# block 1

`src/rtl/uart_rx_fifo.sv`:
```
// Receive-side byte FIFO between the buart receiver and the CPU bus.
// Exposes a data register, a status/control register and a level interrupt.
module uart_rx_fifo #(
  parameter int DEPTH_LOG2 = 4
) (
  input  logic        clk,
  input  logic        reset,
  input  logic        uart_valid,
  input  logic [7:0]  uart_data,
  output logic        uart_rd,
  input  logic        sys_select_data,
  input  logic        sys_select_status,
  input  logic        sys_rd,
  input  logic [3:0]  sys_we,
  input  logic [31:0] sys_wdata,
  output logic [31:0] sys_rdata,
  output logic        irq
);

  localparam int DEPTH = 1 << DEPTH_LOG2;
  localparam logic [DEPTH_LOG2:0]   DEPTH_CNT = (DEPTH_LOG2 + 1)'(DEPTH);
  localparam logic [DEPTH_LOG2:0]   CNT_ONE   = 1;
  localparam logic [DEPTH_LOG2-1:0] PTR_ONE   = 1;

  logic [7:0]            mem [DEPTH];
  logic [DEPTH_LOG2-1:0] rp;
  logic [DEPTH_LOG2-1:0] wp;
  logic [DEPTH_LOG2:0]   count;
  logic [7:0]            threshold;
  logic                  overflow;

  logic empty, full;
  logic push_req, rd_data, rd_status;
  logic ctl_wr, flush, clr_ovf, thr_wr;
  logic pop, store, ovf_event;
  logic [31:0] head_word, status_word;

  // NOTE: every always_comb output is assigned on every path, so no latch can be inferred.
  always_comb begin
    empty     = (count == '0);
    full      = (count == DEPTH_CNT);
    push_req  = uart_valid & ~uart_rd;
    rd_data   = sys_rd & sys_select_data;
    rd_status = sys_rd & sys_select_status & ~sys_select_data;
    ctl_wr    = sys_select_status & sys_we[0];
    flush     = ctl_wr & sys_wdata[0];
    clr_ovf   = ctl_wr & sys_wdata[1];
    thr_wr    = sys_select_status & sys_we[1];
    pop       = rd_data & ~empty & ~flush;
    // A pop in the same cycle frees the slot a push into a full FIFO needs.
    store     = push_req & (~full | pop) & ~flush & ~reset;
    ovf_event = push_req & full & ~pop & ~flush;
  end

  always_comb begin
    head_word   = {23'b0, 1'b1, mem[rp]};
    status_word = {16'b0, threshold, 2'b00, overflow, full, 4'(count)};
  end

  assign irq = (threshold != 8'd0) && (8'(count) >= threshold);

  // NOTE: the storage array has no reset; pointers and count define which entries are live.
  always_ff @(posedge clk) begin
    if (store) mem[wp] <= uart_data;
  end

  always_ff @(posedge clk) begin
    if (reset) begin
      rp        <= '0;
      wp        <= '0;
      count     <= '0;
      overflow  <= 1'b0;
      threshold <= 8'd1;
      uart_rd   <= 1'b0;
      sys_rdata <= '0;
    end else begin
      uart_rd <= push_req;

      if (flush) begin
        rp    <= '0;
        wp    <= '0;
        count <= '0;
      end else begin
        if (pop)   rp <= rp + PTR_ONE;
        if (store) wp <= wp + PTR_ONE;
        if (store && !pop)      count <= count + CNT_ONE;
        else if (pop && !store) count <= count - CNT_ONE;
      end

      // A fresh overflow outranks a clear issued in the same cycle.
      if (ovf_event)    overflow <= 1'b1;
      else if (clr_ovf) overflow <= 1'b0;

      if (thr_wr) threshold <= sys_wdata[15:8];

      if (rd_data)        sys_rdata <= empty ? '0 : head_word;
      else if (rd_status) sys_rdata <= status_word;
    end
  end

  logic unused_bits;
  assign unused_bits = ^{sys_wdata[31:16], sys_wdata[7:2], sys_we[3:2]};

endmodule

```
`config.mk`:
```
export PLATFORM = sky130hd
export DESIGN_NAME = uart_rx_fifo
export DESIGN_NICKNAME = d
export VERILOG_FILES = /design/src/rtl/uart_rx_fifo.sv
export SDC_FILE = /design/constraint.sdc
export NUM_CORES = 1
export LEC_CHECK = 0
export ABC_AREA = 1
export CAP_MARGIN = 30
export CORE_MARGIN = 5
export CORE_UTILIZATION = 57
export DETAILED_ROUTE_END_ITERATION = 16
export GPL_TIMING_DRIVEN = 0
export PLACE_DENSITY = 0.84
export SYNTH_ARGS = -nofsm -noshare
export SYNTH_HDL_FRONTEND = slang
export SYNTH_SLANG_ARGS = --single-unit
```
`constraint.sdc`:
```
create_clock -name clk -period 3.2 [get_ports clk]
set_clock_uncertainty 0.15 [all_clocks]
set_input_delay 0.64 -clock clk [delete_from_list [all_inputs] [get_ports clk]]
set_output_delay 0.64 -clock clk [all_outputs]
set_load 0.01 [all_outputs]
```
Block 1, routed clock nets over the placement:
Scale: 3 px per µm.
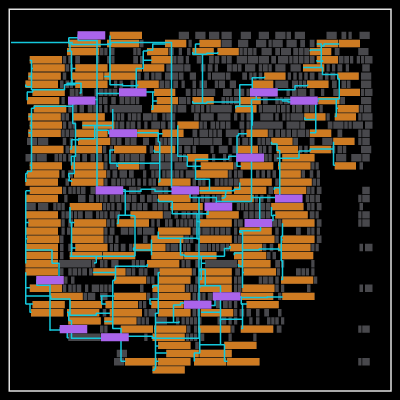
Cyan shows clock wires, length 1750 µm. Purple shows clock-net drivers, count 17. Orange shows flip-flops, count 171.
Position of the flops: spread over the die.

Block 1, track usage over the die:
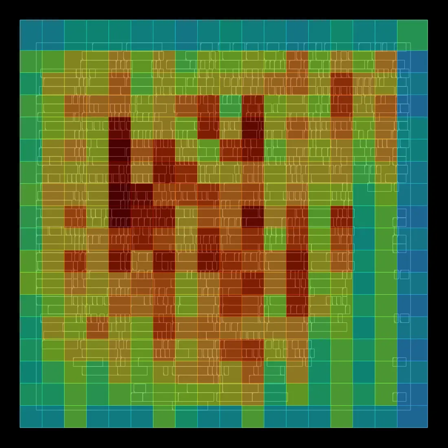
global routing's busiest layer: met2
gr usage total: 23.58%
met1 GRT Util: 28.83%

==> deck_impl_summary.md <==
Implementation Results

Status
  • Status: complete, no violations

Finish
  • Top cell excl fill/tap: nand2_1
  • Most numerous logic cells after layout: 214 x nand2_1, 134 x inv_1, 128 x edfxtp_1, 112 x nand3_1
  • Finished layout cell area: roughly 0.009 mm²
  • Invs w/o clock: 138
  • Non-clock buffers: ~110
  • Leading cell kind: registers
  • Seq area share: 51.18%
  • Registers: 171

Critical path
  • Crit path required time: about 3400 ps
  • Crit path launch: reset
  • R2R Setup Slk: about 540 ps
  • R2R Path Start: count[1]
  • Worst setup path category: in2reg
  • Buf+Inv Stages, Crit Path: 5

Floorplan
  • Die X: 126.8 µm
  • Row Count: between 40 and 50
  • Num tapcells: around 180

Synthesis
  • Number of synthesized flops with an enable pin: around 130
  • Adder-cell area share of the yosys netlist: around 2.5%
  • Yosys cell count: roughly 800
  • Yosys top cell area share: 49.47%
  • Synth Flop Type: edfxtp_1
  • Synth logic family: simple AND/OR/NAND/NOR gates

Global routing
  • Grt total ovfl: 0
  • First-pass GRT wire length: between 20000 and 30000 µm

Clock network
  • Clk buf depth: 2
  • CTS Hold Bufs: 0
  • CTS buffer count: 17

Power
  • Pleak: roughly 3.9 nW
  • P per Cell Area: a little under 600 mW/mm²

Placed design
  • Pre-CTS setup slack: -198.0 ps

Detailed routing
  • DR vias/cell: about 5.4
  • Router iterations before antenna repair: 8

STA
  • Final worst path period share: around 94%
  • Post-layout minimum cycle time: 3015 ps

Worst hold path
  • Hold path cells: 2
  • Hold Crit Endpoint: sys_rdata[13]
## stage by stage
step	instances	setup TNS, ps
final	1096	0
after global routing	1096	0
after CTS	1095	0
after detailed placement	1064	-1165
after global placement	1049	-18670
after floorplan	830	0
## sequential cells by signal (all words and copies together), names as in the netlist, named ones only
| register | cells |
|---|---|
| wp | 4 |
| count | 5 |
| threshold | 8 |
| uart_rd | 1 |
| sys_rdata | 16 |
| overflow | 1 |
| mem | 128 |
| rp | 4 |

# block 2

--- src/rtl/keymap_rebind_ctrl.sv ---
// Rebind sequencer for the note/length key-map tables: waits for a key release, captures a stable one-hot press, then writes it.
// Define KEYMAP_DUP_CHECK_EN to scan the selected table for an existing binding before the write.
module keymap_rebind_ctrl #(
  parameter int KEY_W       = 8,
  parameter int NOTE_SLOTS  = 7,
  parameter int LEN_SLOTS   = 5,
  parameter int SLOT_W      = 3,
  parameter int STABLE_CYC  = 4,
  parameter int TIMEOUT_CYC = 500000000
) (
  input  logic              clk,
  input  logic              rst,
  input  logic              req_valid,
  output logic              req_ready,
  input  logic              req_tbl,
  input  logic [SLOT_W-1:0] req_slot,
  input  logic              cancel,
  input  logic [KEY_W-1:0]  key_in,
  output logic              note_we,
  output logic              len_we,
  output logic [SLOT_W-1:0] ram_addr,
  output logic [KEY_W-1:0]  ram_wdata,
  input  logic [KEY_W-1:0]  note_rdata,
  input  logic [KEY_W-1:0]  len_rdata,
  output logic              busy,
  output logic              done,
  output logic              err,
  output logic [1:0]        err_code
);

  localparam int TO_W = (TIMEOUT_CYC > 1) ? $clog2(TIMEOUT_CYC) : 1;
  localparam int ST_W = (STABLE_CYC > 1) ? $clog2(STABLE_CYC) : 1;

  localparam logic [TO_W-1:0]   TO_LAST  = TO_W'(TIMEOUT_CYC - 1);
  localparam logic [ST_W-1:0]   ST_LAST  = ST_W'(STABLE_CYC - 1);
  localparam logic [SLOT_W:0]   NOTE_CNT = (SLOT_W + 1)'(NOTE_SLOTS);
  localparam logic [SLOT_W:0]   LEN_CNT  = (SLOT_W + 1)'(LEN_SLOTS);

  localparam logic [2:0] S_IDLE       = 3'd0;
  localparam logic [2:0] S_WAIT_REL   = 3'd1;
  localparam logic [2:0] S_WAIT_PRESS = 3'd2;
`ifdef KEYMAP_DUP_CHECK_EN
  localparam logic [2:0] S_SCAN       = 3'd3;
`endif
  localparam logic [2:0] S_WRITE      = 3'd4;
  localparam logic [2:0] S_FINISH     = 3'd5;

  localparam logic [1:0] E_CANCEL  = 2'b00;
  localparam logic [1:0] E_TIMEOUT = 2'b01;
`ifdef KEYMAP_DUP_CHECK_EN
  localparam logic [1:0] E_DUP     = 2'b10;
`endif
  localparam logic [1:0] E_SLOT    = 2'b11;

  function automatic logic is_onehot(input logic [KEY_W-1:0] v);
    return (v != '0) && ((v & (v - 1'b1)) == '0);
  endfunction

  function automatic logic [SLOT_W:0] slot_count(input logic t);
    return t ? LEN_CNT : NOTE_CNT;
  endfunction

  logic [2:0]        state;
  logic              tbl;
  logic [SLOT_W-1:0] slot;
  logic [KEY_W-1:0]  wdata;
  logic [KEY_W-1:0]  prev;
  logic [TO_W-1:0]   tcnt;
  logic [ST_W-1:0]   scnt;
  logic              fin_ok;
  logic [1:0]        code;

  logic              key_onehot;
  logic [ST_W-1:0]   run_next;
  logic              capture;
  logic              timeout;

`ifdef KEYMAP_DUP_CHECK_EN
  logic [SLOT_W-1:0] scan_addr;
  logic [SLOT_W:0]   sel_cnt;
  logic [KEY_W-1:0]  sel_rdata;
`else
  logic              unused_rdata;
  assign unused_rdata = ^{note_rdata, len_rdata};
`endif

  // run_next counts repeats of the current one-hot sample; capture on the STABLE_CYC-th identical sample
  always_comb begin
    key_onehot = is_onehot(key_in);
    run_next   = (key_onehot && (key_in == prev)) ? scnt + 1'b1 : '0;
    capture    = key_onehot && (run_next == ST_LAST);
    timeout    = (tcnt == TO_LAST);
`ifdef KEYMAP_DUP_CHECK_EN
    sel_cnt    = slot_count(tbl);
    sel_rdata  = tbl ? len_rdata : note_rdata;
`endif
  end

  always_ff @(posedge clk) begin
    if (rst) begin
      state    <= S_IDLE;
      tbl      <= 1'b0;
      slot     <= '0;
      wdata    <= '0;
      prev     <= '0;
      tcnt     <= '0;
      scnt     <= '0;
      fin_ok   <= 1'b0;
      code     <= '0;
`ifdef KEYMAP_DUP_CHECK_EN
      scan_addr <= '0;
`endif
    end else begin
      case (state)
        S_IDLE: begin
          if (req_valid) begin
            tbl  <= req_tbl;
            slot <= req_slot;
            tcnt <= '0;
            scnt <= '0;
            prev <= '0;
            if ({1'b0, req_slot} >= slot_count(req_tbl)) begin
              state  <= S_FINISH;
              fin_ok <= 1'b0;
              code   <= E_SLOT;
            end else begin
              state <= S_WAIT_REL;
            end
          end
        end
        // menu key may still be held from the request; do not sample presses until all keys are up
        S_WAIT_REL: begin
          if (cancel) begin
            state  <= S_FINISH;
            fin_ok <= 1'b0;
            code   <= E_CANCEL;
          end else if (timeout) begin
            state  <= S_FINISH;
            fin_ok <= 1'b0;
            code   <= E_TIMEOUT;
          end else begin
            tcnt <= tcnt + 1'b1;
            if (key_in == '0) state <= S_WAIT_PRESS;
          end
        end
        S_WAIT_PRESS: begin
          if (cancel) begin
            state  <= S_FINISH;
            fin_ok <= 1'b0;
            code   <= E_CANCEL;
          end else if (timeout) begin
            state  <= S_FINISH;
            fin_ok <= 1'b0;
            code   <= E_TIMEOUT;
          end else if (capture) begin
            wdata <= key_in;
`ifdef KEYMAP_DUP_CHECK_EN
            scan_addr <= '0;
            state     <= S_SCAN;
`else
            state     <= S_WRITE;
`endif
          end else begin
            tcnt <= tcnt + 1'b1;
            scnt <= run_next;
            prev <= key_in;
          end
        end
`ifdef KEYMAP_DUP_CHECK_EN
        // the slot being rebound may already hold this key; only other slots count as duplicates
        S_SCAN: begin
          if (cancel) begin
            state  <= S_FINISH;
            fin_ok <= 1'b0;
            code   <= E_CANCEL;
          end else if ((sel_rdata == wdata) && (scan_addr != slot)) begin
            state  <= S_FINISH;
            fin_ok <= 1'b0;
            code   <= E_DUP;
          end else if ({1'b0, scan_addr} == (sel_cnt - 1'b1)) begin
            state <= S_WRITE;
          end else begin
            scan_addr <= scan_addr + 1'b1;
          end
        end
`endif
        S_WRITE: begin
          state  <= S_FINISH;
          fin_ok <= 1'b1;
        end
        S_FINISH: begin
          state <= S_IDLE;
        end
        default: begin
          state <= S_IDLE;
        end
      endcase
    end
  end

  assign req_ready = (state == S_IDLE);
  assign busy      = (state != S_IDLE);
  assign note_we   = (state == S_WRITE) && !tbl;
  assign len_we    = (state == S_WRITE) && tbl;
  assign done      = (state == S_FINISH) && fin_ok;
  assign err       = (state == S_FINISH) && !fin_ok;
  assign err_code  = code;
  assign ram_wdata = wdata;
`ifdef KEYMAP_DUP_CHECK_EN
  assign ram_addr  = (state == S_SCAN) ? scan_addr : slot;
`else
  assign ram_addr  = slot;
`endif

endmodule

--- config.mk ---
export PLATFORM = sky130hd
export DESIGN_NAME = keymap_rebind_ctrl
export DESIGN_NICKNAME = d
export VERILOG_FILES = /design/src/rtl/keymap_rebind_ctrl.sv
export SDC_FILE = /design/constraint.sdc
export NUM_CORES = 1
export LEC_CHECK = 0
export CAP_MARGIN = 5
export CORE_MARGIN = 2
export CORE_UTILIZATION = 54
export CTS_CLUSTER_DIAMETER = 80
export CTS_CLUSTER_SIZE = 12
export DETAILED_ROUTE_END_ITERATION = 8
export GPL_TIMING_DRIVEN = 0
export MAX_ROUTING_LAYER = met4
export PLACE_DENSITY = 0.8
export SYNTH_ARGS = -nofsm -noshare
export SYNTH_HDL_FRONTEND = slang
export SYNTH_SLANG_ARGS = --single-unit
--- constraint.sdc ---
create_clock -name clk -period 3.6 [get_ports clk]
set_clock_uncertainty 0.15 [all_clocks]
set_input_delay 0.54 -clock clk [delete_from_list [all_inputs] [get_ports clk]]
set_output_delay 0.54 -clock clk [all_outputs]
set_load 0.02 [all_outputs]
==> deck_impl_summary.md <==
Implementation Results

Finish
  • Reg area: around 0.0011 mm²
  • Finished layout cell area: roughly 0.0038 mm²

Floorplan
  • Chip height: 80.60 µm
  • Die X: between 80 and 90 µm
  • # IOs: around 51

Global routing
  • Met1 GRT Util: a little under two fifths

Critical path
  • CP max stage delay: 610 ps
  • Buf+Inv Stages, Crit Path: 2
  • Worst path slowest cell: or4_4

Synthesis
  • Cell area after synthesis: around 0.0032 mm²
  • Synth Flop Type: dfxtp_1
  • Yosys top cell area share: 36.02%
  • Top-count cell post-synth: nand2_1

Status
  • Status: complete, no violations

Clock network
  • CTS Hold Bufs: 0
  • Setup repair bufs after CTS: 0

Power
  • Peak VDD IR: approximately 0.00039 V
  • Pleak: roughly 1.4 nW

Placed design
  • PortBufs: 32

STA
  • Slew HR: between 50% and 60%
## power breakdown
part           switching (W)  total [W]  internal (W)
Sequential         0.0000141   0.000661      0.000647
Clock               0.000269   0.000693      0.000425
Combinational       0.000190   0.000290     0.0000995
## area by class of cell
| class | count | share of cell area [%] |
|---|---|---|
| multi-input cells | 292 | 48.77 |
| flip-flops and latches | 57 | 29.97 |
| repair buffers | 32 | 8.413 |
| clock buffers | 11 | 3.976 |
| plain buffers | 29 | 3.878 |
| well taps | 72 | 2.366 |
| clock inverters | 5 | 2.037 |
| inverters | 6 | 0.5915 |
Block 2, wiring by layer:
Scale: 6 px per µm.
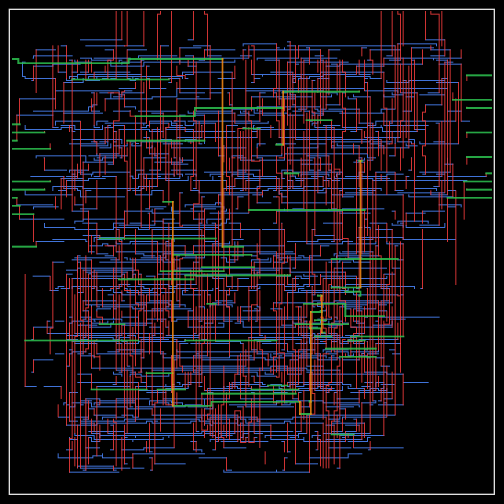
Green shows M3, wire length 485 µm. Red shows M2, wire length 3940 µm. Orange shows M4, wire length 120 µm. Blue shows M1, wire length 3930 µm.

Block 2, routed clock nets over the placement:
Scale: 4 px per µm.
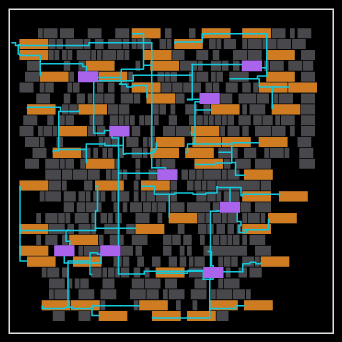
Orange shows flip-flops, count 57. Cyan shows clock wires, length 815 µm. Purple shows clock-net drivers, count 9.
There are 10 routed clock nets. Position of the flops: spread over the die.


# block 3

===== config.mk =====
export PLATFORM = sky130hd
export DESIGN_NAME = pdm_capture
export DESIGN_NICKNAME = d
export VERILOG_FILES = /design/src/rtl/audio_pkg.sv /design/src/rtl/pdm_clk_divider.sv /design/src/rtl/pdm_capture.sv
export SDC_FILE = /design/constraint.sdc
export NUM_CORES = 1
export LEC_CHECK = 0
export CORE_ASPECT_RATIO = 0.8
export CORE_MARGIN = 3
export CORE_UTILIZATION = 59
export DETAILED_ROUTE_END_ITERATION = 10
export PLACE_DENSITY = 0.8
export SLEW_MARGIN = 25
export SYNTH_ARGS = -nofsm -noshare
export SYNTH_HDL_FRONTEND = slang
export SYNTH_SLANG_ARGS = --single-unit

===== constraint.sdc =====
create_clock -name clock_i -period 3.83 [get_ports clock_i]
set_input_delay 0.5745 -clock clock_i [delete_from_list [all_inputs] [get_ports clock_i]]
set_output_delay 0.5745 -clock clock_i [all_outputs]
set_load 0.01 [all_outputs]

===== src/rtl/audio_pkg.sv =====
// Shared audio record-path definitions: sample width, capture states, PDM clock divider default.
package audio_pkg;
  localparam int SAMPLE_W    = 16;
  localparam int PDM_CLK_DIV = 40;

  typedef enum logic [1:0] {IDLE, WARMUP, RUN} capture_state_t;
endpackage


===== src/rtl/pdm_clk_divider.sv =====
// PDM microphone clock generator. Produces the registered mic clock and a
// one-cycle sampling strobe in the last cycle of the clock's high phase.
module pdm_clk_divider #(
  parameter int CLK_DIV = 40
) (
  input  logic clock_i,
  input  logic reset_i,
  input  logic run,     // capture wanted next cycle (enable level)
  input  logic active,  // capture FSM currently out of IDLE
  output logic pdm_clk,
  output logic strobe
);
  localparam int DW   = $clog2(CLK_DIV);
  localparam int HALF = CLK_DIV / 2;

  logic [DW-1:0] div_cnt;
  logic [DW-1:0] div_next;

  // Counter advances only while active and still enabled, so it reads 0 in
  // every IDLE cycle, including the first one after enable drops.
  always_comb begin
    div_next = '0;
    if (run && active)
      div_next = (div_cnt == DW'(CLK_DIV - 1)) ? '0 : div_cnt + 1'b1;
  end

  // The clock is registered from the next count so it rises the cycle after
  // enable is first seen and drops the cycle after enable is seen low.
  always_ff @(posedge clock_i) begin
    if (!reset_i) begin
      div_cnt <= '0;
      pdm_clk <= 1'b0;
    end else begin
      div_cnt <= div_next;
      pdm_clk <= run && (div_next < DW'(HALF));
    end
  end

  assign strobe = active && (div_cnt == DW'(HALF - 1));
endmodule


===== src/rtl/pdm_capture.sv =====
// PDM microphone capture: clocks the mic, synchronizes the 1-bit stream and
// boxcar-decimates it into unsigned 16-bit PCM samples with a done pulse.
module pdm_capture
  import audio_pkg::*;
#(
  parameter int CLK_DIV        = PDM_CLK_DIV,
  parameter int WINDOW         = 64,
  parameter int WARMUP_WINDOWS = 2
) (
  input  logic                clock_i,
  input  logic                reset_i,
  input  logic                enable_i,
  output logic                done_o,
  output logic [SAMPLE_W-1:0] sample_o,
  output logic                busy_o,
  output logic                pdm_clk_o,
  input  logic                pdm_data_i,
  output logic                pdm_lrsel_o
);
  localparam int OW = $clog2(WINDOW + 1);
  localparam int BW = $clog2(WINDOW);
  localparam int SH = SAMPLE_W - $clog2(WINDOW);
  localparam int WW = (WARMUP_WINDOWS > 0) ? $clog2(WARMUP_WINDOWS + 1) : 1;

  capture_state_t state;
  logic [1:0]     sync;
  logic           strobe;
  logic [BW-1:0]  bit_cnt;
  logic [OW-1:0]  ones_cnt;
  logic [OW-1:0]  ones_sum;
  logic [WW-1:0]  warm_cnt;
  logic           win_end;

  // Full count saturates: WINDOW << SH would overflow the sample width.
  function automatic logic [SAMPLE_W-1:0] scale(input logic [OW-1:0] n);
    if (n == OW'(WINDOW)) return '1;
    return SAMPLE_W'(n) << SH;
  endfunction

  // Two-flop synchronizer for the asynchronous mic data.
  always_ff @(posedge clock_i) begin
    if (!reset_i) sync <= '0;
    else          sync <= {sync[0], pdm_data_i};
  end

  pdm_clk_divider #(.CLK_DIV(CLK_DIV)) u_div (
    .clock_i (clock_i),
    .reset_i (reset_i),
    .run     (enable_i),
    .active  (state != IDLE),
    .pdm_clk (pdm_clk_o),
    .strobe  (strobe)
  );

  assign ones_sum    = ones_cnt + OW'(sync[1]);
  assign win_end     = strobe && (bit_cnt == BW'(WINDOW - 1));
  assign pdm_lrsel_o = 1'b0;

  // Capture FSM with window counters and registered sample/done/busy.
  always_ff @(posedge clock_i) begin
    if (!reset_i) begin
      state    <= IDLE;
      bit_cnt  <= '0;
      ones_cnt <= '0;
      warm_cnt <= '0;
      done_o   <= 1'b0;
      sample_o <= '0;
      busy_o   <= 1'b0;
    end else begin
      done_o <= 1'b0;
      case (state)
        IDLE: begin
          bit_cnt  <= '0;
          ones_cnt <= '0;
          warm_cnt <= '0;
          if (enable_i) begin
            state  <= (WARMUP_WINDOWS == 0) ? RUN : WARMUP;
            busy_o <= 1'b1;
          end
        end
        WARMUP, RUN: begin
          if (strobe) begin
            bit_cnt <= bit_cnt + 1'b1;
            if (win_end) begin
              // Every window starts from an empty count, so warm-up data
              // never leaks into the first real sample.
              ones_cnt <= '0;
              if (state == RUN) begin
                sample_o <= scale(ones_sum);
                done_o   <= 1'b1;
              end else begin
                warm_cnt <= warm_cnt + 1'b1;
                if (warm_cnt == WW'(WARMUP_WINDOWS - 1)) state <= RUN;
              end
            end else begin
              ones_cnt <= ones_sum;
            end
          end
          // Disable wins over the window bookkeeping but a sample finished
          // in this same cycle is still delivered.
          if (!enable_i) begin
            state    <= IDLE;
            busy_o   <= 1'b0;
            bit_cnt  <= '0;
            ones_cnt <= '0;
            warm_cnt <= '0;
          end
        end
        default: state <= IDLE;
      endcase
    end
  end
endmodule

==> deck_impl_summary.md <==
Implementation Results

Status
  • Status: complete, no violations

Synthesis
  • Synth logic family: simple AND/OR/NAND/NOR gates
  • Number of synthesized register bits: 35
  • Top-count cell post-synth: dfxtp_1
  • Post-Synth XOR/XNOR Area: between 4 and 5%
  • Cell area after synthesis: ~0.0019 mm²

Placed design
  • Routability-driven placement congestion ratio: approximately 0.85
  • HPWL after DPL: approximately 2800 µm

Clock network
  • CTS buffer count: 5
  • Clk buf depth: 2

Power
  • Pint: ~0.00062 W
  • Total power: roughly 0.00082 W

Detailed routing
  • Iter 0 DRT Violations: approximately 160

STA
  • Setup violators final: 0

Floorplan
  • CORE AREA: 0.002893 mm²
  • Row Count: 17

Global routing
  • First-pass GRT wire length: between 7000 and 8000 µm
layout make-up:
type / count / area, µm²
Fill cell: 231 / 765.7
Tap cell: 38 / 47.55
Inverter: 10 / 37.54
Sequential cell: 35 / 700.7
Clock buffer: 6 / 82.58
Timing Repair Buffer: 22 / 220.2
Clock inverter: 2 / 35.03
Multi-Input combinational cell: 155 / 1003
flip-flops by register name, indices dropped and copies added, names as in the netlist, 2 cells and up:
signal,cells
sample_o,7
warm_cnt,2
ones_cnt,7
sync,2
bit_cnt,6
state,2
u_div.div_cnt,6
Block 3, supply network:
Scale: 6 px per µm. Pins as bars on the die edge. Tap cells in grey.
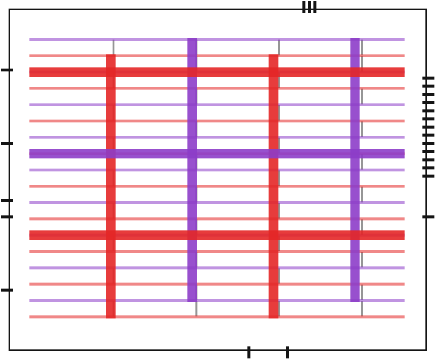
Red shows VSS. Purple shows VDD.
The core has 17 rows. 18 met1 rails follow the rows. 38 tap cells. 3 straps on met5. 4 straps on met4.

Block 3, cell classes on the final placement:
Scale: 6 px per µm. Fill, decap, tap and diode cells in grey.
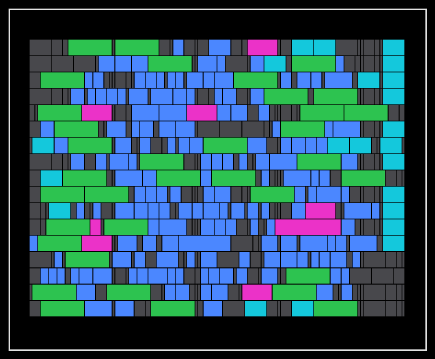
Magenta shows clock drivers and dummy loads, cells 8, share of their area 5.7%. Cyan shows remaining buffers and delay cells, cells 22, share of their area 11%. Blue shows remaining logic cells, cells 165, share of their area 50%. Green shows registers, cells 35, share of their area 34%.

Block 3, routed clock nets over the placement:
Scale: 6 px per µm.
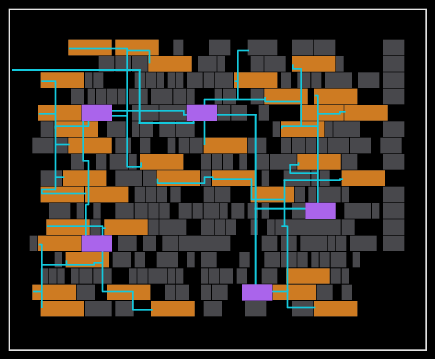
Purple shows clock-net drivers, count 5. Cyan shows clock wires, length 435 µm. Orange shows flip-flops, count 35.
There are 6 routed clock nets.


# block 4

Block 4, supply network:
Scale: 4 px per µm. Pins as bars on the die edge. Tap cells in grey.
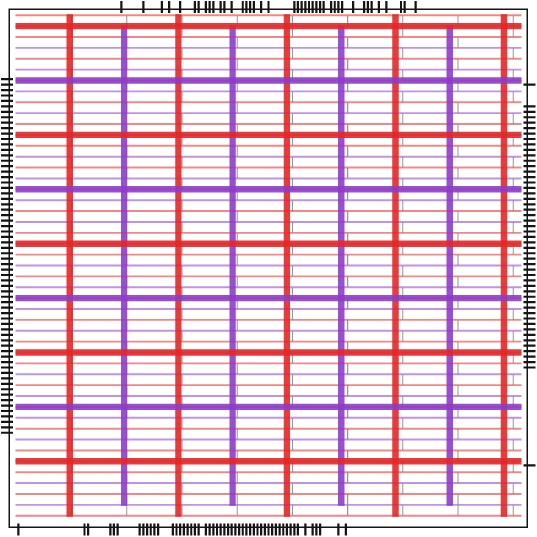
==> config.mk <==
export PLATFORM = sky130hd
export DESIGN_NAME = mem_access_unit
export DESIGN_NICKNAME = d
export VERILOG_FILES = /design/src/rtl/riscv_mem_pkg.sv /design/src/rtl/mem_lane_align.sv /design/src/rtl/mem_access_unit.sv
export SDC_FILE = /design/constraint.sdc
export NUM_CORES = 1
export LEC_CHECK = 0
export ABC_AREA = 1
export CAP_MARGIN = 20
export CORE_UTILIZATION = 37
export CTS_BUF_LIST = sky130_fd_sc_hd__clkbuf_8
export CTS_CLUSTER_SIZE = 20
export DETAILED_ROUTE_END_ITERATION = 16
export HOLD_SLACK_MARGIN = 0.1
export PLACE_DENSITY = 0.68
export SLEW_MARGIN = 20
export SYNTH_ARGS = -nofsm -noshare
export SYNTH_HDL_FRONTEND = slang
export SYNTH_SLANG_ARGS = --single-unit
==> constraint.sdc <==
create_clock -name clk -period 2.25 [get_ports clk]
set_input_delay 0.45 -clock clk [delete_from_list [all_inputs] [get_ports clk]]
set_output_delay 0.45 -clock clk [all_outputs]
set_load 0.1 [all_outputs]
==> src/rtl/riscv_mem_pkg.sv <==
// Shared types and constants for the load/store memory access unit.
package riscv_mem_pkg;

    typedef enum logic [1:0] {
        ST_IDLE,
        ST_REQ,
        ST_DONE
    } state_t;

    // Access size codes carried on funct3
    localparam logic [2:0] F3_B  = 3'b000;
    localparam logic [2:0] F3_H  = 3'b001;
    localparam logic [2:0] F3_W  = 3'b010;
    localparam logic [2:0] F3_BU = 3'b100;
    localparam logic [2:0] F3_HU = 3'b101;

    localparam logic [1:0] SZ_B = 2'b00;
    localparam logic [1:0] SZ_H = 2'b01;
    localparam logic [1:0] SZ_W = 2'b10;

    localparam int TIMEOUT_CYCLES_DEFAULT = 255;

    // Signedness is the execute stage's business; only the width matters here.
    function automatic logic [1:0] size_of(input logic [2:0] funct3);
        case (funct3)
            F3_B, F3_BU: size_of = SZ_B;
            F3_H, F3_HU: size_of = SZ_H;
            default:     size_of = SZ_W;
        endcase
    endfunction

    function automatic logic is_misaligned(input logic [1:0] size, input logic [1:0] offset);
        case (size)
            SZ_B:    is_misaligned = 1'b0;
            SZ_H:    is_misaligned = offset[0];
            default: is_misaligned = (offset != 2'b00);
        endcase
    endfunction

endpackage

==> src/rtl/mem_lane_align.sv <==
// Byte-lane steering between low-aligned core data and the 32-bit word bus.
module mem_lane_align
    import riscv_mem_pkg::*;
(
    input  logic [1:0]  size,
    input  logic [1:0]  offset,
    input  logic        we,
    input  logic [31:0] write_data,
    input  logic [31:0] bus_rdata,
    output logic [3:0]  wstrb,
    output logic [31:0] wdata,
    output logic [31:0] rdata
);

    logic [4:0] shamt;

    assign shamt = {offset, 3'b000};

    // NOTE: every signal written in always_comb gets a default first so no latch is inferred.
    always_comb begin
        wstrb = 4'b0000;
        if (we) begin
            case (size)
                SZ_B:    wstrb = 4'b0001 << offset;
                SZ_H:    wstrb = 4'b0011 << offset;
                default: wstrb = 4'b1111;
            endcase
        end
    end

    assign wdata = write_data << shamt;
    assign rdata = bus_rdata >> shamt;

endmodule

==> src/rtl/mem_access_unit.sv <==
// Load/store unit: stalls the execute stage while one word-bus transaction runs.
module mem_access_unit
    import riscv_mem_pkg::*;
#(
    parameter int TIMEOUT_CYCLES = TIMEOUT_CYCLES_DEFAULT
) (
    input  logic        clk,
    input  logic        rst_n,
    input  logic        req_read,
    input  logic        req_write,
    input  logic [2:0]  funct3,
    input  logic [31:0] address,
    input  logic [31:0] write_data,
    output logic [31:0] read_data,
    output logic        wait_sig,
    output logic        misalign_err,
    output logic        access_err,
    output logic        bus_valid,
    output logic        bus_we,
    output logic [31:0] bus_addr,
    output logic [31:0] bus_wdata,
    output logic [3:0]  bus_wstrb,
    input  logic        bus_ready,
    input  logic [31:0] bus_rdata,
    input  logic        bus_err
);

    localparam int CNT_W = $clog2(TIMEOUT_CYCLES + 1);

    state_t      state, next_state;
    logic        we_q;
    logic [1:0]  size_q;
    logic [31:0] addr_q;
    logic [31:0] wdata_q;
    logic [CNT_W-1:0] cnt;
    logic [31:0] rdata_q;
    logic        misalign_q;
    logic        access_q;

    logic        req_any;
    logic        misaligned_in;
    logic        timeout_hit;
    logic [3:0]  lane_wstrb;
    logic [31:0] lane_wdata;
    logic [31:0] lane_rdata;

    assign req_any       = req_read | req_write;
    assign misaligned_in = is_misaligned(size_of(funct3), address[1:0]);
    assign timeout_hit   = (cnt == CNT_W'(TIMEOUT_CYCLES - 1));

    mem_lane_align u_lane_align (
        .size       (size_q),
        .offset     (addr_q[1:0]),
        .we         (we_q),
        .write_data (wdata_q),
        .bus_rdata  (bus_rdata),
        .wstrb      (lane_wstrb),
        .wdata      (lane_wdata),
        .rdata      (lane_rdata)
    );

    // NOTE: sequential state uses non-blocking assignments so every register samples pre-edge values.
    always_ff @(posedge clk or negedge rst_n) begin
        if (!rst_n) state <= ST_IDLE;
        else        state <= next_state;
    end

    // Bus and result outputs are decoded from state so reset clears them immediately.
    always_comb begin
        next_state   = state;
        wait_sig     = 1'b0;
        bus_valid    = 1'b0;
        bus_we       = 1'b0;
        bus_addr     = 32'h0;
        bus_wdata    = 32'h0;
        bus_wstrb    = 4'b0000;
        read_data    = 32'h0;
        misalign_err = 1'b0;
        access_err   = 1'b0;
        case (state)
            ST_IDLE: begin
                if (req_any) begin
                    wait_sig   = 1'b1;
                    next_state = misaligned_in ? ST_DONE : ST_REQ;
                end
            end
            ST_REQ: begin
                wait_sig  = 1'b1;
                bus_valid = 1'b1;
                bus_we    = we_q;
                bus_addr  = {addr_q[31:2], 2'b00};
                bus_wdata = lane_wdata;
                bus_wstrb = lane_wstrb;
                if (bus_ready || timeout_hit) next_state = ST_DONE;
            end
            ST_DONE: begin
                read_data    = rdata_q;
                misalign_err = misalign_q;
                access_err   = access_q;
                next_state   = ST_IDLE;
            end
            default: next_state = ST_IDLE;
        endcase
    end

    always_ff @(posedge clk or negedge rst_n) begin
        if (!rst_n) begin
            we_q       <= 1'b0;
            size_q     <= SZ_B;
            addr_q     <= 32'h0;
            wdata_q    <= 32'h0;
            cnt        <= '0;
            rdata_q    <= 32'h0;
            misalign_q <= 1'b0;
            access_q   <= 1'b0;
        end else begin
            case (state)
                ST_IDLE: begin
                    if (req_any) begin
                        we_q       <= req_write;
                        size_q     <= size_of(funct3);
                        addr_q     <= address;
                        wdata_q    <= write_data;
                        cnt        <= '0;
                        rdata_q    <= 32'h0;
                        misalign_q <= misaligned_in;
                        access_q   <= 1'b0;
                    end
                end
                ST_REQ: begin
                    if (bus_ready) begin
                        rdata_q  <= (we_q || bus_err) ? 32'h0 : lane_rdata;
                        access_q <= bus_err;
                    end else if (timeout_hit) begin
                        rdata_q  <= 32'h0;
                        access_q <= 1'b1;
                    end else begin
                        cnt <= cnt + CNT_W'(1);
                    end
                end
                default: ;
            endcase
        end
    end

endmodule

==> deck_impl_summary.md <==
Implementation Results

Detailed routing
  • Router iterations before antenna repair: 6
  • Met2 WL: approximately 9000 µm
  • Total number of vias: between 5000 and 6000
  • DR vias/cell: 4.678

Flow run
  • Max cap viols: 0
  • Warning total across the stage logs: 31

Critical path
  • R2R Path Start: state[1]
  • R2r endpoint: rdata_q[18]
  • Cell family with most CP delay: flip-flops
  • Crit path required time: approximately 1800 ps
  • CP max stage delay: 590 ps
  • Crit path capture type: primary output
  • Crit path to: bus_wdata[26]

Synthesis
  • Top-count cell post-synth: nand2_1
  • Number of synthesized register bits: around 110
  • Cell area after synthesis: ~0.0060 mm²
  • Yosys warns: 0
  • Synth cell count leaders: 324 x nand2_1, 111 x dfrtp_1, 93 x inv_1, 93 x nor2_1, 53 x o21ai_0

Global routing
  • Global routing's busiest layer: met2
  • Gr usage total: around 22%
  • Vias in the first global route: 5541

Finish
  • Combinational share of cell area: a little under a third
  • Invs w/o clock: ~96
  • Layout cells sized above 1: 25.55%
  • Diodes inserted: 0
  • Fill cells: 1271
  • Comb gates: roughly 600
  • Final Non-Filler Cells: approximately 1300
  • Finished layout cell area: between 0.01 and 0.015 mm²
  • Comb area: between 0.003 and 0.004 mm²

Status
  • Status: complete, but fails checks
  • Failing checks: negative setup slack

Floorplan
  • CORE AREA: 0.01583 mm²
  • Num tapcells: 216

Placed design
  • Pre-CTS setup slack: 143.0 ps
  • Routability-driven placement congestion ratio: ~0.86

Worst hold path
  • Min-Delay Path Class: reg2reg

STA
  • Setup violators final: 7
  • Final worst slack: -34.29 ps
  • F_max: 437.8 MHz

Power
  • P_comb: 0.0102 W
  • Combinational share of power: between 60% and 70%
  • Clock power share: approximately 8.0%
Notes on 'supply network' of block 4 above:
Purple shows VDD. Red shows VSS.
216 tap cells. 210 signal pins sit on the boundary. The core has 46 rows. 47 met1 rails follow the rows. 9 straps on met4.

==> what timing repair did <==
item | CTS | global route
hold buffers | 1 | 0
pin swaps | 1 | 8
endpoints found under the hold margin | 27 | 0
endpoints found under the setup margin | 32 | 36
gates cloned | 0 | 6
buffers inserted | 1 | 11
resized | 19 | 68
==> layout by cell type, fill, tap and decap left out, types with 9 or more instances in the layout <==
master,n
o22ai_4,16
o21ai_0,42
dfrtp_1,109
nor2_4,19
mux2i_2,11
nor2_1,51
and2_1,9
inv_1,92
nor2_2,25
nand3_1,43
clkbuf_8,12
nand2_2,11
clkdlybuf4s50_1,102
buf_4,17
nand2_1,314
buf_12,112

# block 5

`config.mk`:
```
export PLATFORM = sky130hd
export DESIGN_NAME = user_dma_wr_streamer_flat
export DESIGN_NICKNAME = d
export VERILOG_FILES = /design/src/rtl/user_dma_wr_streamer_if.sv /design/src/rtl/user_dma_wr_streamer.sv /design/src/flat_wrapper.sv
export SDC_FILE = /design/constraint.sdc
export NUM_CORES = 2
export LEC_CHECK = 0
export CAP_MARGIN = 20
export CORE_MARGIN = 2
export CORE_UTILIZATION = 45
export DETAILED_ROUTE_END_ITERATION = 6
export PLACE_DENSITY = 0.58
export SETUP_SLACK_MARGIN = 0.4
export SKIP_LAST_GASP = 1
export SYNTH_ARGS = -nofsm -noshare
export SYNTH_HDL_FRONTEND = slang
export SYNTH_SLANG_ARGS = --single-unit
```
`constraint.sdc`:
```
create_clock -name i_clk -period 6 [get_ports i_clk]
set_input_delay 0.6 -clock i_clk [delete_from_list [all_inputs] [get_ports i_clk]]
set_output_delay 0.6 -clock i_clk [all_outputs]
set_load 0.005 [all_outputs]
```
`src/rtl/user_dma_wr_streamer_if.sv`:
```
// Handshake bundle between a user-stream write-DMA source and its host/user neighbours.
// slave = streamer side, master = the logic driving starts, user words and DMA strobes.
interface user_dma_wr_streamer_if #(
   parameter int ADDR_WIDTH     = 32,
   parameter int DATA_WIDTH     = 64,
   parameter int DMA_LEN        = 5,
   parameter int XFER_LEN_WIDTH = 32
);
   logic                      i_start;
   logic [ADDR_WIDTH-1:0]     i_host_addr;
   logic [XFER_LEN_WIDTH-1:0] i_xfer_len;
   logic                      o_busy;
   logic                      o_xfer_done;
   logic                      o_err;
   logic                      i_user_valid;
   logic [DATA_WIDTH-1:0]     i_user_data;
   logic                      o_user_ready;
   logic                      o_dma_data_avail;
   logic [ADDR_WIDTH-1:0]     o_dma_wr_addr;
   logic [DMA_LEN-1:0]        o_dma_len;
   logic                      i_dma_data_rd;
   logic [DATA_WIDTH-1:0]     o_dma_data;
   logic                      i_dma_done;

   modport slave (
      input  i_start, i_host_addr, i_xfer_len, i_user_valid, i_user_data,
             i_dma_data_rd, i_dma_done,
      output o_busy, o_xfer_done, o_err, o_user_ready, o_dma_data_avail,
             o_dma_wr_addr, o_dma_len, o_dma_data
   );

   modport master (
      output i_start, i_host_addr, i_xfer_len, i_user_valid, i_user_data,
             i_dma_data_rd, i_dma_done,
      input  o_busy, o_xfer_done, o_err, o_user_ready, o_dma_data_avail,
             o_dma_wr_addr, o_dma_len, o_dma_data
   );
endinterface

```
`src/rtl/user_dma_wr_streamer.sv`:
```
// Write-DMA source: buffers user words in a FWFT FIFO and slices a host transfer into bursts.
// data_avail rises 1 cycle after the FIFO holds a full burst; user side stalls only when FIFO full.
module user_dma_wr_streamer #(
   parameter int ADDR_WIDTH     = 32,
   parameter int DATA_WIDTH     = 64,
   parameter int DMA_LEN        = 5,
   parameter int BURST_WORDS    = 16,
   parameter int FIFO_DEPTH     = 64,
   parameter int XFER_LEN_WIDTH = 32
) (
   input logic                   i_clk,
   input logic                   i_rst_n,
   user_dma_wr_streamer_if.slave bus
);
   localparam int BPW_SH = $clog2(DATA_WIDTH / 8);
   localparam int PW     = $clog2(FIFO_DEPTH);
   localparam int CW     = PW + 1;

   typedef enum logic [1:0] {IDLE, FILL, AVAIL, XDONE} state_t;

   state_t                    state_q, state_d;
   logic [DATA_WIDTH-1:0]     mem [FIFO_DEPTH];
   logic [PW-1:0]             wr_ptr_q, wr_ptr_d, rd_ptr_q, rd_ptr_d;
   logic [CW-1:0]             count_q, count_d;
   logic [ADDR_WIDTH-1:0]     cur_addr_q, cur_addr_d;
   logic [XFER_LEN_WIDTH-1:0] rem_q, rem_d;
   logic [DMA_LEN:0]          popped_q, popped_d;
   logic                      err_q, err_d;

   logic                      full, empty, push, pop, enough, avail;
   logic [DMA_LEN-1:0]        burst_len;
   logic [DMA_LEN:0]          popped_now;
   logic [XFER_LEN_WIDTH-1:0] rem_after;

   assign full       = (count_q == CW'(FIFO_DEPTH));
   assign empty      = (count_q == '0);
   assign push       = bus.i_user_valid & ~full;
   assign pop        = bus.i_dma_data_rd & ~empty;
   assign burst_len  = (rem_q >= XFER_LEN_WIDTH'(BURST_WORDS)) ? DMA_LEN'(BURST_WORDS)
                                                              : rem_q[DMA_LEN-1:0];
   assign enough     = (32'(count_q) >= 32'(burst_len));
   assign popped_now = popped_q + {{DMA_LEN{1'b0}}, pop};
   assign rem_after  = rem_q - XFER_LEN_WIDTH'(burst_len);

   // FIFO storage needs no reset: the head is masked while the FIFO is empty.
   always_ff @(posedge i_clk) begin
      if (push) mem[wr_ptr_q] <= bus.i_user_data;
   end

   always_comb begin
      wr_ptr_d = wr_ptr_q + PW'(push);
      rd_ptr_d = rd_ptr_q + PW'(pop);
      count_d  = count_q + CW'(push) - CW'(pop);
   end

   always_ff @(posedge i_clk or negedge i_rst_n) begin
      if (!i_rst_n) begin
         state_q    <= IDLE;
         wr_ptr_q   <= '0;
         rd_ptr_q   <= '0;
         count_q    <= '0;
         cur_addr_q <= '0;
         rem_q      <= '0;
         popped_q   <= '0;
         err_q      <= 1'b0;
      end else begin
         state_q    <= state_d;
         wr_ptr_q   <= wr_ptr_d;
         rd_ptr_q   <= rd_ptr_d;
         count_q    <= count_d;
         cur_addr_q <= cur_addr_d;
         rem_q      <= rem_d;
         popped_q   <= popped_d;
         err_q      <= err_d;
      end
   end

   always_comb begin
      state_d = state_q;
      case (state_q)
         IDLE:  if (bus.i_start) state_d = (bus.i_xfer_len == '0) ? XDONE : FILL;
         FILL:  if (enough) state_d = AVAIL;
         AVAIL: if (bus.i_dma_done) state_d = (rem_after == '0) ? XDONE : FILL;
         XDONE: state_d = IDLE;
         default: state_d = IDLE;
      endcase
   end

   // Burst bookkeeping; a pop in the done cycle still counts toward the length check.
   always_comb begin
      cur_addr_d = cur_addr_q;
      rem_d      = rem_q;
      popped_d   = popped_q;
      err_d      = err_q;
      if (state_q == IDLE && bus.i_start) begin
         cur_addr_d = bus.i_host_addr;
         rem_d      = bus.i_xfer_len >> BPW_SH;
         popped_d   = '0;
         err_d      = 1'b0;
      end
      if (state_q == AVAIL) begin
         if (pop) popped_d = popped_now;
         if (bus.i_dma_data_rd && empty) err_d = 1'b1;
         if (bus.i_dma_done) begin
            cur_addr_d = cur_addr_q + (ADDR_WIDTH'(burst_len) << BPW_SH);
            rem_d      = rem_after;
            popped_d   = '0;
            if (popped_now != {1'b0, burst_len}) err_d = 1'b1;
         end
      end
   end

   always_comb begin
      avail                = (state_q == AVAIL);
      bus.o_busy           = (state_q == FILL) || (state_q == AVAIL);
      bus.o_xfer_done      = (state_q == XDONE);
      bus.o_dma_data_avail = avail;
      bus.o_dma_wr_addr    = avail ? cur_addr_q : '0;
      bus.o_dma_len        = avail ? burst_len : '0;
   end

   assign bus.o_err        = err_q;
   assign bus.o_user_ready = ~full;
   assign bus.o_dma_data   = empty ? '0 : mem[rd_ptr_q];
endmodule

```
`src/flat_wrapper.sv`:
```
// flat-port wrapper written by rule: the top's interface ports become plain ports
module user_dma_wr_streamer_flat 
#(
   parameter int ADDR_WIDTH     = 32,
   parameter int DATA_WIDTH     = 64,
   parameter int DMA_LEN        = 5,
   parameter int BURST_WORDS    = 16,
   parameter int FIFO_DEPTH     = 64,
   parameter int XFER_LEN_WIDTH = 32
)
  (i_clk, i_rst_n, bus_i_start, bus_i_host_addr, bus_i_xfer_len, bus_i_user_valid, bus_i_user_data, bus_i_dma_data_rd, bus_i_dma_done, bus_o_busy, bus_o_xfer_done, bus_o_err, bus_o_user_ready, bus_o_dma_data_avail, bus_o_dma_wr_addr, bus_o_dma_len, bus_o_dma_data);
  user_dma_wr_streamer_if #(.ADDR_WIDTH(ADDR_WIDTH), .DATA_WIDTH(DATA_WIDTH), .DMA_LEN(DMA_LEN), .XFER_LEN_WIDTH(XFER_LEN_WIDTH)) bus_i ();
  input logic i_clk;
  input logic i_rst_n;
  input wire logic [$bits(bus_i.i_start)-1:0] bus_i_start;
  input wire logic [$bits(bus_i.i_host_addr)-1:0] bus_i_host_addr;
  input wire logic [$bits(bus_i.i_xfer_len)-1:0] bus_i_xfer_len;
  input wire logic [$bits(bus_i.i_user_valid)-1:0] bus_i_user_valid;
  input wire logic [$bits(bus_i.i_user_data)-1:0] bus_i_user_data;
  input wire logic [$bits(bus_i.i_dma_data_rd)-1:0] bus_i_dma_data_rd;
  input wire logic [$bits(bus_i.i_dma_done)-1:0] bus_i_dma_done;
  output wire logic [$bits(bus_i.o_busy)-1:0] bus_o_busy;
  output wire logic [$bits(bus_i.o_xfer_done)-1:0] bus_o_xfer_done;
  output wire logic [$bits(bus_i.o_err)-1:0] bus_o_err;
  output wire logic [$bits(bus_i.o_user_ready)-1:0] bus_o_user_ready;
  output wire logic [$bits(bus_i.o_dma_data_avail)-1:0] bus_o_dma_data_avail;
  output wire logic [$bits(bus_i.o_dma_wr_addr)-1:0] bus_o_dma_wr_addr;
  output wire logic [$bits(bus_i.o_dma_len)-1:0] bus_o_dma_len;
  output wire logic [$bits(bus_i.o_dma_data)-1:0] bus_o_dma_data;
  assign bus_i.i_start = bus_i_start;
  assign bus_i.i_host_addr = bus_i_host_addr;
  assign bus_i.i_xfer_len = bus_i_xfer_len;
  assign bus_i.i_user_valid = bus_i_user_valid;
  assign bus_i.i_user_data = bus_i_user_data;
  assign bus_i.i_dma_data_rd = bus_i_dma_data_rd;
  assign bus_i.i_dma_done = bus_i_dma_done;
  assign bus_o_busy = bus_i.o_busy;
  assign bus_o_xfer_done = bus_i.o_xfer_done;
  assign bus_o_err = bus_i.o_err;
  assign bus_o_user_ready = bus_i.o_user_ready;
  assign bus_o_dma_data_avail = bus_i.o_dma_data_avail;
  assign bus_o_dma_wr_addr = bus_i.o_dma_wr_addr;
  assign bus_o_dma_len = bus_i.o_dma_len;
  assign bus_o_dma_data = bus_i.o_dma_data;
  user_dma_wr_streamer #(.ADDR_WIDTH(ADDR_WIDTH), .DATA_WIDTH(DATA_WIDTH), .DMA_LEN(DMA_LEN), .BURST_WORDS(BURST_WORDS), .FIFO_DEPTH(FIFO_DEPTH), .XFER_LEN_WIDTH(XFER_LEN_WIDTH)) u_core (.i_clk(i_clk), .i_rst_n(i_rst_n), .bus(bus_i));
endmodule
```
Block 5, supply network:
Pins as bars on the die edge. Tap cells in grey.
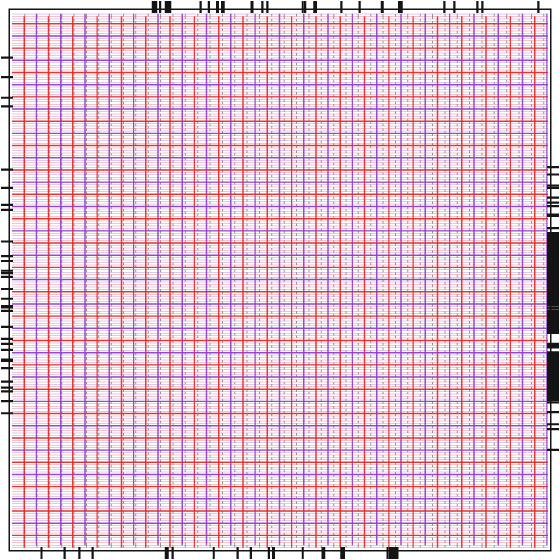
Purple shows VDD. Red shows VSS.
The core has 219 rows. 240 signal pins sit on the boundary. 44 straps on met4. 43 straps on met5. 4751 tap cells.

Block 5, cell classes on the final placement:
Scale: 1 px per µm. Fill, decap, tap and diode cells in grey.
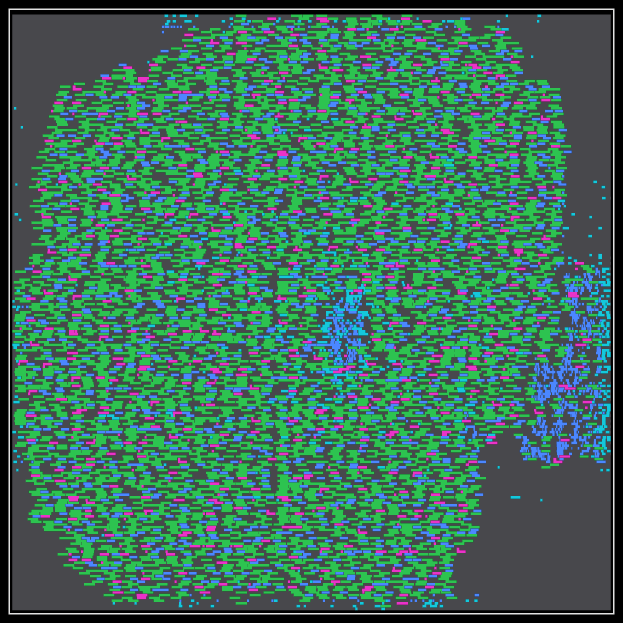
Magenta shows clock drivers and dummy loads, cells 784, share of their area 7.6%. Blue shows remaining logic cells, cells 2107, share of their area 20%. Green shows registers, cells 4188, share of their area 69%. Cyan shows remaining buffers and delay cells, cells 553, share of their area 3.4%.

==> deck_impl_summary.md <==
Implementation Results

Detailed routing
  • Routed len/inst: about 37 µm
  • DR WL met3: 38790 µm
  • Drt drc: 3

Synthesis
  • Synth Net Count: between 6000 and 7000
  • Yosys top cell area share: 76.21%
  • Ao+oa area frac: less than 1%
  • Synth Flop Type: edfxtp_1
  • Yosys cell types: between 60 and 70
  • Top-count cell post-synth: edfxtp_1
  • Avg Cell Area, Syn: 24.28 µm²
  • Yosys cell count: ~6600

Placed design
  • Pre-CTS setup slack: 957.1 ps
  • HPWL after DPL: between 200000 and 250000 µm
  • Post-DP Area: between 0.15 and 0.2 mm²
  • DP Cell Count: 11590
  • PortBufs: ~240

STA
  • RSZ-0062 raised after global routing: false
  • Post-layout minimum cycle time: 5446 ps
  • Final worst slack: approximately 550 ps
  • F_max: roughly 180 MHz
  • Slew @ Worst Pin: 1194 ps
  • Setup tns final: 0 ps
  • Clock skew: between 80 and 90 ps
  • Setup violators final: 0

Finish
  • Fill cells: roughly 27000
  • Seq area share: around two thirds
  • Finished layout cell area: ~0.19 mm²
  • Diodes inserted: 5
  • Layout cells sized above 1: 31.38%
  • Final net count: between 7000 and 8000
  • Largest register FFs: roughly 4000
  • Leading cell kind: registers
  • Largest Register: u_core.mem

Critical path
  • Startpoint types: flip-flop
  • Crit path launch: u_core.rd_ptr_q[1]

Clock network
  • CTS buffer count: about 430
  • Clock Latency Late Sink: between 900 and 1000 ps
  • Clk buf depth: 4
  • Sink Count: about 4200
  • Resize count post-CTS: 0
  • TritonCTS clock tree: done
  • H-tree levels: 5

Global routing
  • Vias in the first global route: 77660
  • Gr usage total: roughly 25%
  • Largest net degree at the start of global routing: between 100 and 150
  • Global routing's busiest layer: met2
  • Grt total ovfl: 0

Status
  • Status: complete, but fails checks
  • Failing checks: design-rule violations

Power
  • Peak VDD IR: around 0.00038 V

Flow run
  • Max cap viols: 0

Floorplan
  • # IOs: 240

Worst hold path
  • Min-Delay Path Class: in2async
==> critical path, stage by stage (launching register included) <==
cell and delay [ps]:
dfrtp_4 790, buf_4 740, mux4_2 420, mux4_2 460, mux4_2 640, nor2b_1 200
clkdlybuf4s50_1 490
==> where the power goes <==
group | leakage (nW) | switching [W] | internal [W] | total, W
clock | 6.70 | 0.0112 | 0.0151 | 0.0262
combinational | 13.3 | 0.0125 | 0.0130 | 0.0254
sequential | 37.9 | 0.000919 | 0.0334 | 0.0343


==> screenshots <==
Track usage over the die.
picture 1
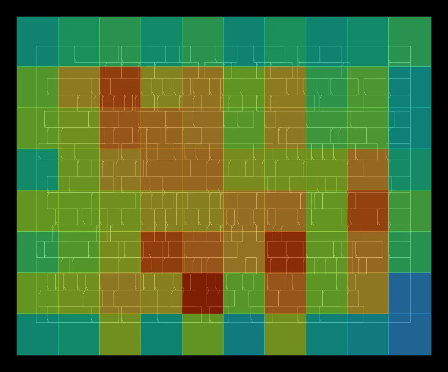
picture 2
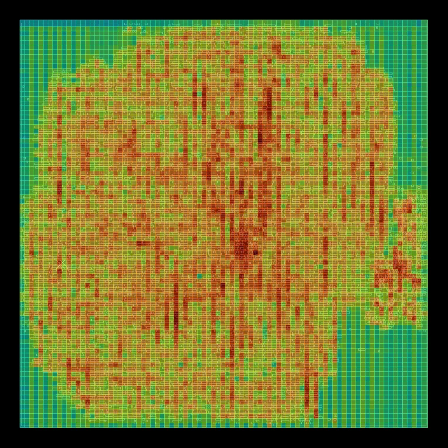
picture 3
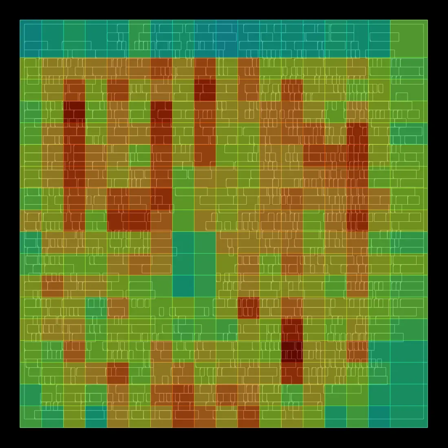
picture 4
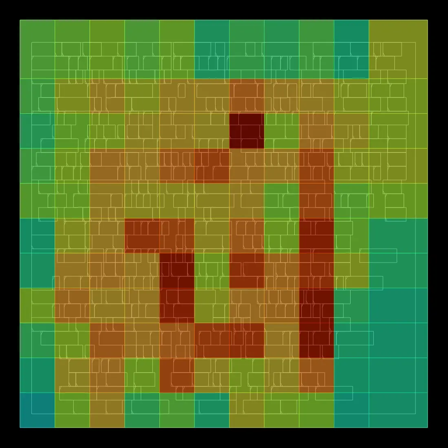
picture 1 -> block 3
picture 3 -> block 4
picture 2 -> block 5
picture 4 -> block 2
The one with the lowest utilization is picture 2.
The one with the most wire per cell is picture 2.

Power figures rest on the tool's default switching activity, not on a simulated workload.
